# block 1

Fig. 1: block 1, routing congestion
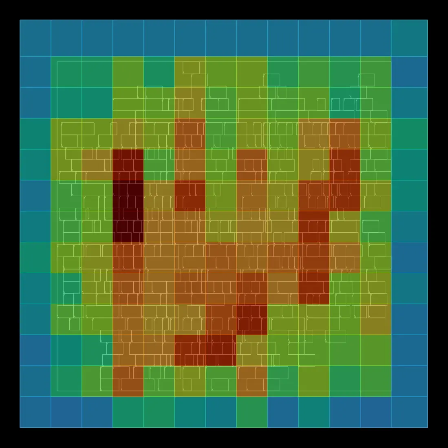

File: src/rtl/multicycle_ctrl.sv
// Multi-cycle sequencing controller for the RV32 core: steps each instruction
// through FETCH/DECODE/EXEC/MEM/WB, drives datapath enables and counts retirements.
module multicycle_ctrl #(
    parameter logic [2:0]  RESET_STATE = 3'd0,
    parameter int unsigned CNT_W       = 32
) (
    input  logic             clk,
    input  logic             rst,
    input  logic [31:0]      instr,
    input  logic             branch_taken,
    input  logic             imem_ready,
    input  logic             dmem_ready,
    output logic             imem_req,
    output logic             dmem_req,
    output logic             dmem_we,
    output logic             ir_we,
    output logic             pc_we,
    output logic [1:0]       pc_sel,
    output logic [2:0]       imm_sel,
    output logic             alu_src,
    output logic [1:0]       alu_op,
    output logic             reg_we,
    output logic [1:0]       wb_sel,
    output logic             instr_done,
    output logic             trap,
    output logic [CNT_W-1:0] retired
);

    localparam logic [6:0] OPC_LOAD   = 7'b0000011;
    localparam logic [6:0] OPC_OPIMM  = 7'b0010011;
    localparam logic [6:0] OPC_STORE  = 7'b0100011;
    localparam logic [6:0] OPC_BRANCH = 7'b1100011;
    localparam logic [6:0] OPC_JALR   = 7'b1100111;
    localparam logic [6:0] OPC_LUI    = 7'b0110111;
    localparam logic [6:0] OPC_AUIPC  = 7'b0010111;
    localparam logic [6:0] OPC_JAL    = 7'b1101111;
    localparam logic [6:0] OPC_OP     = 7'b0110011;

    typedef enum logic [2:0] {
        S_FETCH  = 3'd0,
        S_DECODE = 3'd1,
        S_EXEC   = 3'd2,
        S_MEM    = 3'd3,
        S_WB     = 3'd4,
        S_TRAP   = 3'd5
    } state_t;

    state_t           state, state_nxt;
    logic [6:0]       op_q;
    logic [CNT_W-1:0] cnt_q;
    logic             opc_legal;
    logic             unused_instr;

    assign unused_instr = ^instr[31:7];

    // Legality is judged on the live IR since op_q only captures it at the end of DECODE.
    always_comb begin
        case (instr[6:0])
            OPC_LOAD, OPC_OPIMM, OPC_STORE, OPC_BRANCH, OPC_JALR,
            OPC_LUI, OPC_AUIPC, OPC_JAL, OPC_OP: opc_legal = 1'b1;
            default:                             opc_legal = 1'b0;
        endcase
    end

    // State, latched opcode and retirement counter.
    always_ff @(posedge clk) begin
        if (rst) begin
            state <= state_t'(RESET_STATE);
            op_q  <= 7'd0;
            cnt_q <= '0;
        end else begin
            state <= state_nxt;
            if (state == S_DECODE) begin
                op_q <= instr[6:0];
            end
            if (instr_done) begin
                cnt_q <= cnt_q + CNT_W'(1);
            end
        end
    end

    // Next-state and datapath control; everything is forced low while rst is high.
    always_comb begin
        state_nxt  = state;
        imem_req   = 1'b0;
        dmem_req   = 1'b0;
        dmem_we    = 1'b0;
        ir_we      = 1'b0;
        pc_we      = 1'b0;
        pc_sel     = 2'b00;
        imm_sel    = 3'd0;
        alu_src    = 1'b0;
        alu_op     = 2'b00;
        reg_we     = 1'b0;
        wb_sel     = 2'b00;
        instr_done = 1'b0;
        trap       = 1'b0;

        case (op_q)
            OPC_STORE:          imm_sel = 3'd1;
            OPC_BRANCH:         imm_sel = 3'd2;
            OPC_LUI, OPC_AUIPC: imm_sel = 3'd3;
            OPC_JAL:            imm_sel = 3'd4;
            default:            imm_sel = 3'd0;
        endcase

        case (state)
            S_FETCH: begin
                imem_req = 1'b1;
                if (imem_ready) begin
                    ir_we     = 1'b1;
                    state_nxt = S_DECODE;
                end
            end
            S_DECODE: begin
                state_nxt = opc_legal ? S_EXEC : S_TRAP;
            end
            S_EXEC: begin
                alu_src = (op_q != OPC_OP) && (op_q != OPC_BRANCH);
                case (op_q)
                    OPC_BRANCH: begin
                        alu_op     = 2'b01;
                        pc_we      = 1'b1;
                        pc_sel     = branch_taken ? 2'b01 : 2'b00;
                        instr_done = 1'b1;
                        state_nxt  = S_FETCH;
                    end
                    OPC_LOAD, OPC_STORE: begin
                        state_nxt = S_MEM;
                    end
                    OPC_OP, OPC_OPIMM: begin
                        alu_op    = 2'b10;
                        state_nxt = S_WB;
                    end
                    default: begin
                        state_nxt = S_WB;
                    end
                endcase
            end
            S_MEM: begin
                dmem_req = 1'b1;
                dmem_we  = (op_q == OPC_STORE);
                if (dmem_ready) begin
                    if (op_q == OPC_STORE) begin
                        pc_we      = 1'b1;
                        instr_done = 1'b1;
                        state_nxt  = S_FETCH;
                    end else begin
                        state_nxt = S_WB;
                    end
                end
            end
            S_WB: begin
                reg_we     = 1'b1;
                pc_we      = 1'b1;
                instr_done = 1'b1;
                state_nxt  = S_FETCH;
                case (op_q)
                    OPC_LOAD:          wb_sel = 2'b01;
                    OPC_JAL, OPC_JALR: wb_sel = 2'b10;
                    OPC_LUI:           wb_sel = 2'b11;
                    default:           wb_sel = 2'b00;
                endcase
                case (op_q)
                    OPC_JAL:  pc_sel = 2'b01;
                    OPC_JALR: pc_sel = 2'b10;
                    default:  pc_sel = 2'b00;
                endcase
            end
            S_TRAP: begin
                trap = 1'b1;
            end
            default: begin
                state_nxt = S_FETCH;
            end
        endcase

        if (rst) begin
            imem_req   = 1'b0;
            dmem_req   = 1'b0;
            dmem_we    = 1'b0;
            ir_we      = 1'b0;
            pc_we      = 1'b0;
            pc_sel     = 2'b00;
            imm_sel    = 3'd0;
            alu_src    = 1'b0;
            alu_op     = 2'b00;
            reg_we     = 1'b0;
            wb_sel     = 2'b00;
            instr_done = 1'b0;
            trap       = 1'b0;
        end
    end

    assign retired = rst ? '0 : cnt_q;

endmodule

File: config.mk
export PLATFORM = sky130hd
export DESIGN_NAME = multicycle_ctrl
export DESIGN_NICKNAME = d
export VERILOG_FILES = /design/src/rtl/multicycle_ctrl.sv
export SDC_FILE = /design/constraint.sdc
export NUM_CORES = 1
export LEC_CHECK = 0
export CORE_MARGIN = 8
export CORE_UTILIZATION = 46
export DETAILED_ROUTE_END_ITERATION = 10
export GPL_TIMING_DRIVEN = 0
export PLACE_DENSITY = 0.86
export SKIP_CTS_REPAIR_TIMING = 1
export SYNTH_ARGS = -nofsm -noshare
export SYNTH_HDL_FRONTEND = slang
export SYNTH_SLANG_ARGS = --single-unit
export TNS_END_PERCENT = 50
File: constraint.sdc
create_clock -name clk -period 4.1 [get_ports clk]
set_clock_uncertainty 0.1 [all_clocks]
set_input_delay 1.23 -clock clk [delete_from_list [all_inputs] [get_ports clk]]
set_output_delay 1.23 -clock clk [all_outputs]
set_load 0.005 [all_outputs]
# block 2

$ cat config.mk
export PLATFORM = sky130hd
export DESIGN_NAME = uart_echo_buffer
export DESIGN_NICKNAME = d
export VERILOG_FILES = /design/src/rtl/uart_echo_buffer_pkg.sv /design/src/rtl/uart_echo_buffer_sync_fifo.sv /design/src/rtl/uart_echo_buffer.sv
export SDC_FILE = /design/constraint.sdc
export NUM_CORES = 1
export LEC_CHECK = 0
export ABC_AREA = 1
export CORE_ASPECT_RATIO = 0.8
export CORE_UTILIZATION = 25
export DETAILED_ROUTE_END_ITERATION = 12
export PLACE_DENSITY_LB_ADDON = 0.1
export SLEW_MARGIN = 20
export SYNTH_ARGS = -nofsm -noshare
export SYNTH_HDL_FRONTEND = slang
export SYNTH_HIERARCHICAL = 1
export SYNTH_SLANG_ARGS = --single-unit
$ cat constraint.sdc
create_clock -name i_clk -period 3.3 [get_ports i_clk]
set_clock_uncertainty 0.15 [all_clocks]
set_input_delay 0.33 -clock i_clk [delete_from_list [all_inputs] [get_ports i_clk]]
set_output_delay 0.33 -clock i_clk [all_outputs]
set_load 0.02 [all_outputs]
$ cat src/rtl/uart_echo_buffer_pkg.sv
// Shared types and constants for the UART echo buffer: launch FSM states,
// the CR/LF characters used by the optional UART_ECHO_CRLF_EN build, and a level-width helper.
package uart_echo_pkg;

    typedef enum logic [1:0] {
        IDLE,
        WAIT_BUSY,
        WAIT_DONE,
        INJECT
    } echo_state_e;

    localparam logic [7:0] CHAR_CR = 8'h0D;
    localparam logic [7:0] CHAR_LF = 8'h0A;

    // Occupancy counter width: must represent 0..depth inclusive.
    function automatic int level_width(input int depth);
        return $clog2(depth) + 1;
    endfunction

endpackage

$ cat src/rtl/uart_echo_buffer_sync_fifo.sv
// Single-clock FIFO with registered level/empty/full; Depth must be a power of two.
// A push is accepted when full only if a pop happens in the same cycle.
module sync_fifo
    import uart_echo_pkg::*;
#(
    parameter int DataWidth = 8,
    parameter int Depth     = 16
) (
    input  logic                          i_clk,
    input  logic                          i_rst_n,
    input  logic                          i_push,
    input  logic                          i_pop,
    input  logic [DataWidth-1:0]          i_data,
    output logic [DataWidth-1:0]          o_head,
    output logic [level_width(Depth)-1:0] o_level,
    output logic                          o_empty,
    output logic                          o_full
);

    localparam int AddrWidth  = $clog2(Depth);
    localparam int LevelWidth = level_width(Depth);

    logic [DataWidth-1:0]  mem_q [Depth];
    logic [AddrWidth-1:0]  wr_ptr_q, wr_ptr_d;
    logic [AddrWidth-1:0]  rd_ptr_q, rd_ptr_d;
    logic [LevelWidth-1:0] level_q, level_d;
    logic                  empty_q, empty_d;
    logic                  full_q, full_d;
    logic                  do_push, do_pop;

    always_comb begin
        // NOTE: every signal gets a default before any branch so no latch is inferred.
        wr_ptr_d = wr_ptr_q;
        rd_ptr_d = rd_ptr_q;
        level_d  = level_q;
        do_pop   = i_pop && !empty_q;
        do_push  = i_push && (!full_q || do_pop);

        if (do_push) wr_ptr_d = wr_ptr_q + 1'b1;
        if (do_pop)  rd_ptr_d = rd_ptr_q + 1'b1;

        case ({do_push, do_pop})
            2'b10:   level_d = level_q + 1'b1;
            2'b01:   level_d = level_q - 1'b1;
            default: level_d = level_q;
        endcase

        empty_d = (level_d == '0);
        full_d  = (level_d == LevelWidth'(Depth));
    end

    // NOTE: state registers use non-blocking assignments so all flops update together.
    always_ff @(posedge i_clk or negedge i_rst_n) begin
        if (!i_rst_n) begin
            wr_ptr_q <= '0;
            rd_ptr_q <= '0;
            level_q  <= '0;
            empty_q  <= 1'b1;
            full_q   <= 1'b0;
        end else begin
            wr_ptr_q <= wr_ptr_d;
            rd_ptr_q <= rd_ptr_d;
            level_q  <= level_d;
            empty_q  <= empty_d;
            full_q   <= full_d;
        end
    end

    // NOTE: storage is deliberately not reset; the pointers already mark it invalid.
    always_ff @(posedge i_clk) begin
        if (do_push) mem_q[wr_ptr_q] <= i_data;
    end

    assign o_head  = mem_q[rd_ptr_q];
    assign o_level = level_q;
    assign o_empty = empty_q;
    assign o_full  = full_q;

endmodule

$ cat src/rtl/uart_echo_buffer.sv
// Buffered echo core between uart_rx and uart_tx: FIFO, launch FSM, overflow flag, hold.
// Define UART_ECHO_CRLF_EN (DataWidth == 8 only) to send LF after every completed CR.
module uart_echo_buffer
    import uart_echo_pkg::*;
#(
    parameter int DataWidth = 8,
    parameter int Depth     = 16,
    parameter int BusyWait  = 4
) (
    input  logic                          i_clk,
    input  logic                          i_rst_n,
    input  logic                          i_rx_valid,
    input  logic [DataWidth-1:0]          i_rx_byte,
    input  logic                          i_tx_busy,
    input  logic                          i_hold,
    input  logic                          i_clr_overflow,
    output logic                          o_tx_enable,
    output logic [DataWidth-1:0]          o_tx_data,
    output logic [level_width(Depth)-1:0] o_level,
    output logic                          o_empty,
    output logic                          o_full,
    output logic                          o_overflow
);

    localparam int CntWidth = $clog2(BusyWait + 1);

    echo_state_e          state_q, state_d;
    logic [CntWidth-1:0]  cnt_q, cnt_d;
    logic [DataWidth-1:0] tx_data_q, tx_data_d;
    logic                 tx_enable_q, tx_enable_d;
    logic                 overflow_q, overflow_d;
    logic [DataWidth-1:0] fifo_head;
    logic                 fifo_pop, fifo_empty, fifo_full;

    sync_fifo #(
        .DataWidth (DataWidth),
        .Depth     (Depth)
    ) u_fifo (
        .i_clk   (i_clk),
        .i_rst_n (i_rst_n),
        .i_push  (i_rx_valid),
        .i_pop   (fifo_pop),
        .i_data  (i_rx_byte),
        .o_head  (fifo_head),
        .o_level (o_level),
        .o_empty (fifo_empty),
        .o_full  (fifo_full)
    );

    always_comb begin
        state_d     = state_q;
        cnt_d       = cnt_q;
        tx_data_d   = tx_data_q;
        tx_enable_d = 1'b0;
        fifo_pop    = 1'b0;

        unique case (state_q)
            IDLE: begin
                if (!fifo_empty && !i_hold) begin
                    fifo_pop    = 1'b1;
                    tx_data_d   = fifo_head;
                    tx_enable_d = 1'b1;
                    cnt_d       = '0;
                    state_d     = WAIT_BUSY;
                end
            end
            // A transmitter that never answers is treated as done; the byte is not retried.
            WAIT_BUSY: begin
                if (i_tx_busy) begin
                    state_d = WAIT_DONE;
                end else if (cnt_q == CntWidth'(BusyWait - 1)) begin
                    state_d = IDLE;
                end else begin
                    cnt_d = cnt_q + 1'b1;
                end
            end
            WAIT_DONE: begin
                if (!i_tx_busy) begin
`ifdef UART_ECHO_CRLF_EN
                    state_d = (tx_data_q == DataWidth'(CHAR_CR)) ? INJECT : IDLE;
`else
                    state_d = IDLE;
`endif
                end
            end
`ifdef UART_ECHO_CRLF_EN
            INJECT: begin
                tx_data_d   = DataWidth'(CHAR_LF);
                tx_enable_d = 1'b1;
                cnt_d       = '0;
                state_d     = WAIT_BUSY;
            end
`endif
            default: state_d = IDLE;
        endcase
    end

    // A drop in the same cycle as a clear must leave the flag set.
    always_comb begin
        overflow_d = overflow_q;
        if (i_clr_overflow) overflow_d = 1'b0;
        if (i_rx_valid && fifo_full && !fifo_pop) overflow_d = 1'b1;
    end

    always_ff @(posedge i_clk or negedge i_rst_n) begin
        if (!i_rst_n) begin
            state_q     <= IDLE;
            cnt_q       <= '0;
            tx_data_q   <= '0;
            tx_enable_q <= 1'b0;
            overflow_q  <= 1'b0;
        end else begin
            state_q     <= state_d;
            cnt_q       <= cnt_d;
            tx_data_q   <= tx_data_d;
            tx_enable_q <= tx_enable_d;
            overflow_q  <= overflow_d;
        end
    end

    assign o_tx_enable = tx_enable_q;
    assign o_tx_data   = tx_data_q;
    assign o_empty     = fifo_empty;
    assign o_full      = fifo_full;
    assign o_overflow  = overflow_q;

endmodule


==> layout pictures side by side <==
PDN straps and rails.
panel A
Scale: 2 px per um. Pins as bars on the die edge.
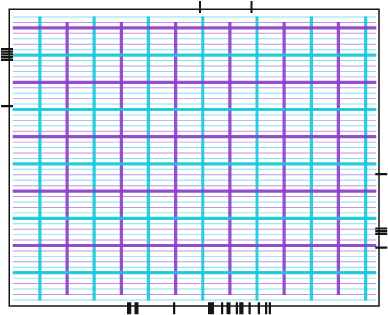
panel B
Scale: 4 px per um. Pins as bars on the die edge.
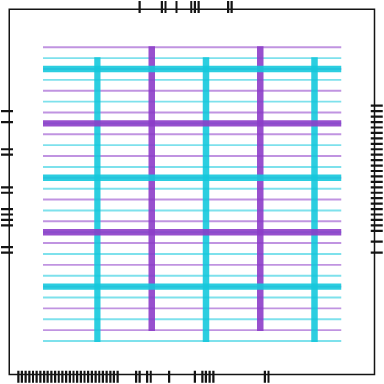
| picture | from |
|---|---|
| panel A | block 2 |
| panel B | block 1 |
The one with the most pins is panel B.

Key to panel A:
| net | color |
|---|---|
| VSS | cyan |
| VDD | purple |
met5 straps: 10
met1 rails: 53
rows: 52
signal pins: 31
met4 straps: 13

Fig. 2: block 2, routing congestion
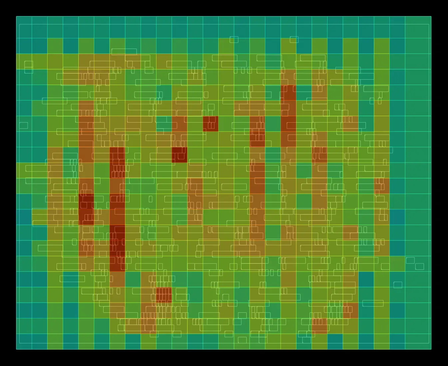
M3 GR Usage: 3.30%
Final Util: 31.2%
busiest grt layer: met2
GRT met1 Usage: 18.5%

Fig. 3: block 2, routed clock nets over the placement
Scale: 3 px per um.
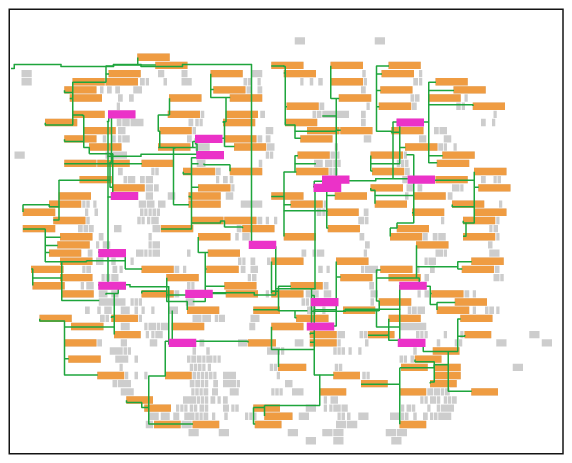
[clock wires] green | length: 2130 um
[clock drivers] magenta | count: 17
[flip-flops] orange | count: 158
routed clock nets: 18
clk pwr: 1.96 mW
Latency at later pin: 430 ps
Clk pwr share: 27.4%

==> qor.yml, block 2 <==
status:
  status: "complete, no violations"
yosys:
  xor_share_pct: 0.925
  top_area_cell: "edfxtp_1"
  ys_cells: 570
  synthAdderAreaFrac_pct: 1.89
  synth-async-reset-ratio_pct: 19.0
drt:
  drt-total-wl_um: 16600
  first_pass_iters: 4
placed_design:
  dpl.hpwl_um: 10600
cells_and_area:
  nMultiInputCombCells: 358
  nClkBuffers: 24
  seq_area_share_pct: 57.4
  top_register: "u_fifo/mem_q"
global_routing:
  grt_pass1_wl_um: 25800
  grt_pass1_vias: 4299
clock_network:
  post_cts_buffers: 0
sta:
  finalMaxSlewViolations: 0
  finalCritPeriodShare_pct: 83.8
  worst_pin_slew_ps: 674
setup_path:
  slowest_delay_ps: 420
  reg2reg_to: "u_fifo/o_full"
die:
  die_w_um: 184
hold_path:
  hold_path_class: "in2async"
==> block 2: power by group through the flow <==
| stage | clock network (mW) | registers, mW | logic (mW) |
|---|---|---|---|
| after floorplan | 0 | 2.77 | 1.59 |
| after global placement | 0 | 2.79 | 2.49 |
| after detailed placement | 0 | 2.80 | 2.51 |
| after CTS | 2.02 | 2.76 | 2.52 |
| after global routing | 2.11 | 2.80 | 2.77 |
| final | 1.96 | 2.75 | 2.45 |
Fig. 4: block 1, cell classes on the final placement
Scale: 4 px per um. Fill, decap, tap and diode cells in gray.
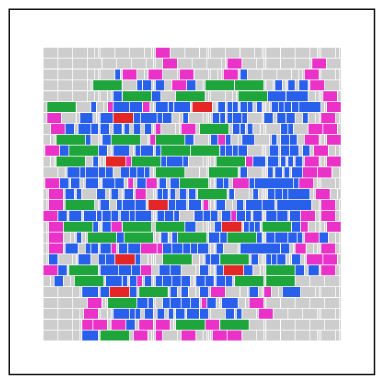
| class | color | cells | share of their area |
|---|---|---|---|
| flops | green | 42 | 25% |
| combinational and other logic | blue | 267 | 50% |
| other buffers and delay cells | magenta | 85 | 22% |
| clock drivers and dummy loads | red | 8 | 3.3% |
flop share of the area: 24.4%
core area: 0.00547 mm2
Placement Rows: 27

About Fig. 1:
busiest grt layer: met2
post-DR wirelength/cell: 15.6 um
M3 GR Usage: 4.82%
GRT met1 Usage: 20.9%

==> qor.yml, block 1 <==
status:
  status: "complete, no violations"
cells_and_area:
  seqCellArea_um2: 841
  nonClockBufferCount: 85
  design.seq.count: 42
  dominant_cells: "logic gates"
  final_common_cell: "clkdlybuf4s50_1"
  comb_share_pct: 47.6
  drive_above_1_share_pct: 11.9
  layout.cells.most_common_list: "clkdlybuf4s50_1 (59), dfxtp_1 (42), nor2b_1 (34)"
  n_fill_cell: 497
  clock_area_share_pct: 3.19
die:
  io-pin-count: 87
  die_w_um: 90.9
global_routing:
  grt_pass1_wl_um: 12100
  antenna_found_initial: 0
drt:
  met1Wirelength_um: 3170
  drt-total-wl_um: 7390
  remaining_drc_errors: 0
clock_network:
  clk_path_buf_depth: 2
  clk_pin_slew_ps: 80
  cts_root_buf: "clkbuf_8"
  cts_buffers: 5
job:
  drv_cap: 0
setup_path:
  r2r_slack_ps: 1670
  reg2reg_to: "cnt_q[24]"
yosys:
  ys_sh_simple_pct: 42.0
power_and_ir_drop:
  pg_clk_uw: 315
  combPwrFrac_pct: 15.5
  pwr-share-clk_pct: 35.8
  seq_power_share_pct: 48.7
==> block 1: critical path, cell delays in order <==
cell	delay, ps
clkbuf_2	190
buf_6	200
nor2_2	180
nand2_2	120
nor4b_2	260
clkdlybuf4s50_1	550
==> block 1: through the flow <==
stage | power (mW) | hold WS, ps | setup WS (ps) | std cells
finish | 0.882 | 400 | 34.6 | 474
global route | 0.916 | 423 | -58.6 | 474
CTS | 0.872 | 401 | -733 | 475
detailed placement | 0.566 | 390 | -722 | 467
global placement | 0.562 | 374 | -695 | 467
floorplan | 0.517 | 356 | 341 | 335

# block 3

Fig. 5: block 3, routing congestion
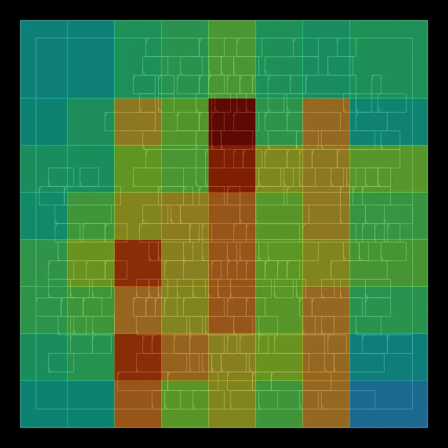
Fig. 6: block 3, where the registers sit
Scale: 8 px per um. Other sequential cells in the stronger gray, the rest of the logic in the fainter gray.
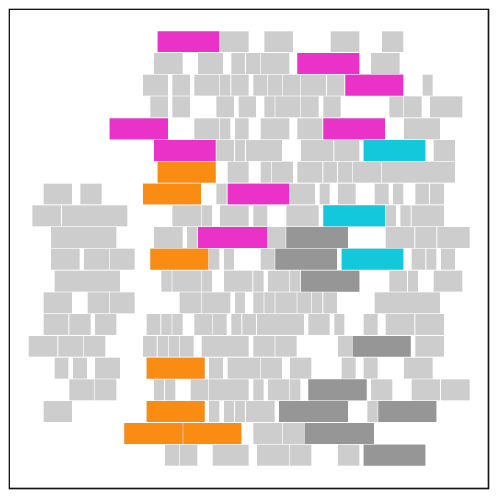
$ cat config.mk
export PLATFORM = sky130hd
export DESIGN_NAME = hamming_tx_serializer_flat
export DESIGN_NICKNAME = d
export VERILOG_FILES = /design/src/rtl/hamming_tx_serializer_if.sv /design/src/rtl/hamming_tx_serializer.sv /design/src/flat_wrapper.sv
export SDC_FILE = /design/constraint.sdc
export NUM_CORES = 1
export LEC_CHECK = 0
export CORE_MARGIN = 2
export CORE_UTILIZATION = 48
export CTS_BUF_LIST = sky130_fd_sc_hd__clkbuf_2
export DETAILED_ROUTE_END_ITERATION = 10
export GPL_TIMING_DRIVEN = 0
export PLACE_DENSITY = 0.85
export SLEW_MARGIN = 25
export SYNTH_ARGS = -nofsm -noshare
export SYNTH_HDL_FRONTEND = slang
export SYNTH_SLANG_ARGS = --single-unit
export TNS_END_PERCENT = 100
$ cat constraint.sdc
create_clock -name clk -period 1.7 [get_ports clk]
set_input_delay 0.34 -clock clk [delete_from_list [all_inputs] [get_ports clk]]
set_output_delay 0.34 -clock clk [all_outputs]
set_load 0.005 [all_outputs]
$ cat src/rtl/hamming_tx_serializer_if.sv
// ---------------------------------------------------------------------------
// hamming_tx_serializer_if
// Bundles the word-side and bit-side handshakes of hamming_tx_serializer.
//   in_data/in_valid/in_ready/inj_pos : 4-bit word input with injection position
//   out_bit/out_valid/out_ready/out_last : 1-bit serial codeword stream
//   out_code   : codeword currently being shifted (after injection)
//   words_sent : wrapping count of completed codewords
// modport slave  : the serializer itself
// modport master : the environment driving words and consuming bits
// ---------------------------------------------------------------------------
interface hamming_tx_serializer_if #(
    parameter int CNT_W = 8
);
    logic [3:0]       in_data;
    logic             in_valid;
    logic             in_ready;
    logic [2:0]       inj_pos;
    logic             out_bit;
    logic             out_valid;
    logic             out_last;
    logic             out_ready;
    logic [6:0]       out_code;
    logic [CNT_W-1:0] words_sent;

    modport slave (
        input  in_data, in_valid, inj_pos, out_ready,
        output in_ready, out_bit, out_valid, out_last, out_code, words_sent
    );

    modport master (
        output in_data, in_valid, inj_pos, out_ready,
        input  in_ready, out_bit, out_valid, out_last, out_code, words_sent
    );
endinterface

$ cat src/rtl/hamming_tx_serializer.sv
// ---------------------------------------------------------------------------
// hamming_tx_serializer
// Encodes 4-bit words into Hamming(7,4) codewords (same parity-check matrix
// as the receive-side decoder), optionally flips one codeword bit for fault
// injection, and shifts each codeword out MSB-first on a 1-bit stream.
// One holding register lets the next word wait while the current one shifts,
// so words leave back-to-back with no gap cycles.
// Ports:
//   clk   : rising-edge clock
//   rst_n : synchronous active-low reset
//   bus   : hamming_tx_serializer_if.slave (word input, serial output,
//           out_code and words_sent)
// Parameters:
//   INJ_EN : 1 = inj_pos honoured, 0 = inj_pos ignored
//   CNT_W  : width of words_sent
// ---------------------------------------------------------------------------
module hamming_tx_serializer #(
    parameter bit INJ_EN = 1'b1,
    parameter int CNT_W  = 8
) (
    input  logic                    clk,
    input  logic                    rst_n,
    hamming_tx_serializer_if.slave  bus
);

    typedef enum logic [0:0] {
        IDLE  = 1'b0,
        SHIFT = 1'b1
    } state_t;

    // c6..c4 = w3..w1, c2 = w0; parity bits sit at positions 1, 2 and 4.
    function automatic logic [6:0] hamming_encode(input logic [3:0] w);
        logic [6:0] c;
        c[6] = w[3];
        c[5] = w[2];
        c[4] = w[1];
        c[2] = w[0];
        c[3] = w[3] ^ w[2] ^ w[1];
        c[1] = w[3] ^ w[2] ^ w[0];
        c[0] = w[3] ^ w[1] ^ w[0];
        return c;
    endfunction

    // Position p (1..7) flips codeword bit p-1; position 0 flips nothing.
    function automatic logic [6:0] inj_mask(input logic [2:0] pos);
        logic [6:0] m;
        case (pos)
            3'd1:    m = 7'b000_0001;
            3'd2:    m = 7'b000_0010;
            3'd3:    m = 7'b000_0100;
            3'd4:    m = 7'b000_1000;
            3'd5:    m = 7'b001_0000;
            3'd6:    m = 7'b010_0000;
            3'd7:    m = 7'b100_0000;
            default: m = 7'b000_0000;
        endcase
        return m;
    endfunction

    state_t           state_r;
    state_t           state_s;
    logic [6:0]       code_r;
    logic [6:0]       code_s;
    logic [2:0]       idx_r;
    logic [2:0]       idx_s;
    logic [6:0]       hold_r;
    logic [6:0]       hold_s;
    logic             hold_full_r;
    logic             hold_full_s;
    logic [CNT_W-1:0] words_sent_r;
    logic [CNT_W-1:0] words_sent_s;

    logic             in_ready_s;
    logic             out_valid_s;
    logic             out_bit_s;
    logic             out_last_s;
    logic             in_fire_s;
    logic             out_fire_s;
    logic             last_fire_s;
    logic             shifter_free_s;
    logic [6:0]       mask_s;
    logic [6:0]       new_code_s;

    // State register: FSM state, shifter, holding register and word counter.
    always_ff @(posedge clk) begin
        if (!rst_n) begin
            state_r      <= IDLE;
            code_r       <= 7'b000_0000;
            idx_r        <= 3'd6;
            hold_r       <= 7'b000_0000;
            hold_full_r  <= 1'b0;
            words_sent_r <= {CNT_W{1'b0}};
        end else begin
            state_r      <= state_s;
            code_r       <= code_s;
            idx_r        <= idx_s;
            hold_r       <= hold_s;
            hold_full_r  <= hold_full_s;
            words_sent_r <= words_sent_s;
        end
    end

    // Next-state logic: load shifter/HOLD, advance the bit index, count words.
    always_comb begin
        state_s      = state_r;
        code_s       = code_r;
        idx_s        = idx_r;
        hold_s       = hold_r;
        hold_full_s  = hold_full_r;
        words_sent_s = words_sent_r;

        if (INJ_EN) begin
            mask_s = inj_mask(bus.inj_pos);
        end else begin
            mask_s = 7'b000_0000;
        end
        new_code_s = hamming_encode(bus.in_data) ^ mask_s;

        in_fire_s      = bus.in_valid & in_ready_s;
        out_fire_s     = out_valid_s & bus.out_ready;
        last_fire_s    = out_fire_s & out_last_s;
        // A last-bit transfer frees the shifter on the same edge, which is
        // what removes the gap between consecutive words.
        shifter_free_s = (state_r == IDLE) | last_fire_s;

        if (shifter_free_s) begin
            idx_s = 3'd6;
            if (hold_full_r) begin
                code_s  = hold_r;
                state_s = SHIFT;
                if (in_fire_s) begin
                    hold_s      = new_code_s;
                    hold_full_s = 1'b1;
                end else begin
                    hold_full_s = 1'b0;
                end
            end else if (in_fire_s) begin
                code_s  = new_code_s;
                state_s = SHIFT;
            end else begin
                state_s = IDLE;
            end
        end else begin
            if (out_fire_s) begin
                idx_s = idx_r - 3'd1;
            end else begin
                idx_s = idx_r;
            end
            if (in_fire_s) begin
                hold_s      = new_code_s;
                hold_full_s = 1'b1;
            end else begin
                hold_full_s = hold_full_r;
            end
        end

        if (last_fire_s) begin
            words_sent_s = words_sent_r + CNT_W'(1);
        end else begin
            words_sent_s = words_sent_r;
        end
    end

    // Output logic: every output is decoded straight from flops (plus rst_n).
    always_comb begin
        in_ready_s  = rst_n & ~hold_full_r;
        out_valid_s = (state_r == SHIFT);
        out_bit_s   = code_r[idx_r];
        out_last_s  = (state_r == SHIFT) & (idx_r == 3'd0);
    end

    assign bus.in_ready   = in_ready_s;
    assign bus.out_valid  = out_valid_s;
    assign bus.out_bit    = out_bit_s;
    assign bus.out_last   = out_last_s;
    assign bus.out_code   = code_r;
    assign bus.words_sent = words_sent_r;

endmodule

$ cat src/flat_wrapper.sv
// flat-port wrapper written by rule: the top's interface ports become plain ports
module hamming_tx_serializer_flat 
#(
    parameter bit INJ_EN = 1'b1,
    parameter int CNT_W  = 8
)
  (clk, rst_n, bus_in_data, bus_in_valid, bus_inj_pos, bus_out_ready, bus_in_ready, bus_out_bit, bus_out_valid, bus_out_last, bus_out_code, bus_words_sent);
  hamming_tx_serializer_if #(.CNT_W(CNT_W)) bus_i ();
  input  logic clk;
  input  logic rst_n;
  input wire logic [$bits(bus_i.in_data)-1:0] bus_in_data;
  input wire logic [$bits(bus_i.in_valid)-1:0] bus_in_valid;
  input wire logic [$bits(bus_i.inj_pos)-1:0] bus_inj_pos;
  input wire logic [$bits(bus_i.out_ready)-1:0] bus_out_ready;
  output wire logic [$bits(bus_i.in_ready)-1:0] bus_in_ready;
  output wire logic [$bits(bus_i.out_bit)-1:0] bus_out_bit;
  output wire logic [$bits(bus_i.out_valid)-1:0] bus_out_valid;
  output wire logic [$bits(bus_i.out_last)-1:0] bus_out_last;
  output wire logic [$bits(bus_i.out_code)-1:0] bus_out_code;
  output wire logic [$bits(bus_i.words_sent)-1:0] bus_words_sent;
  assign bus_i.in_data = bus_in_data;
  assign bus_i.in_valid = bus_in_valid;
  assign bus_i.inj_pos = bus_inj_pos;
  assign bus_i.out_ready = bus_out_ready;
  assign bus_in_ready = bus_i.in_ready;
  assign bus_out_bit = bus_i.out_bit;
  assign bus_out_valid = bus_i.out_valid;
  assign bus_out_last = bus_i.out_last;
  assign bus_out_code = bus_i.out_code;
  assign bus_words_sent = bus_i.words_sent;
  hamming_tx_serializer #(.INJ_EN(INJ_EN), .CNT_W(CNT_W)) u_core (.clk(clk), .rst_n(rst_n), .bus(bus_i));
endmodule
==> qor.yml <==
status:
  status: "finished, violations left"
  violations: "negative setup slack"
yosys:
  mux_area_share_pct: 2.43
  compound_area_share_pct: 14.6
die:
  die_height_um: 59.7
  initCoreUtil_pct: 49.6
  coreArea_mm2: 0.00300
global_routing:
  grtUsageMet2_pct: 34.2
sta:
  setup_viol: 1
  rsz0062_at_grt: "true"
  finalMaxSlewViolations: 0
  setup_slack_ps: -139
setup_path:
  reg2reg_to: "u_core.hold_r[6]"
  reg2reg_depth: 8
cells_and_area:
  stdcell_area_mm2: 0.00192
  largest_reg_flops: 8
clock_network:
  cts_num_sinks: 27
drt:
  first_pass_iters: 4
## Picture notes: Fig. 5
busiest grt layer: met2
Final Util: 64.0%

## Picture notes: Fig. 6
| signal | color | sequential cells |
|---|---|---|
| u_core.idx_r | cyan | 3 |
| u_core.hold_r | orange | 7 |
| u_core.bus.words_sent | magenta | 8 |
not colored: 9
flop share of the area: 29.4%
Seq. pwr: 679 uW
Reg area: 566 um2

[worst max-delay path: stages (launching register included)]
cell and delay, ps:
dfxtp_2 420, mux4_2 490, nand2_1 60, o21ai_1 50, buf_2 130
[report_power, final]
part	internal, mW	switching, mW
combinational	0.130	0.114
clock	0.0534	0.189
sequential	0.660	0.0194
total	0.843	0.322
[stage by stage]
stage          worst slack, ps  setup TNS (ps)
5_1_grt                   -242            -316
2_1_floorplan              130               0
4_1_cts                   -140            -260
6_report                  -139            -139
3_3_place_gp              -673           -2320
3_5_place_dp              -707           -3120

No activity file was given, so power comes from the tool's default toggle rates.
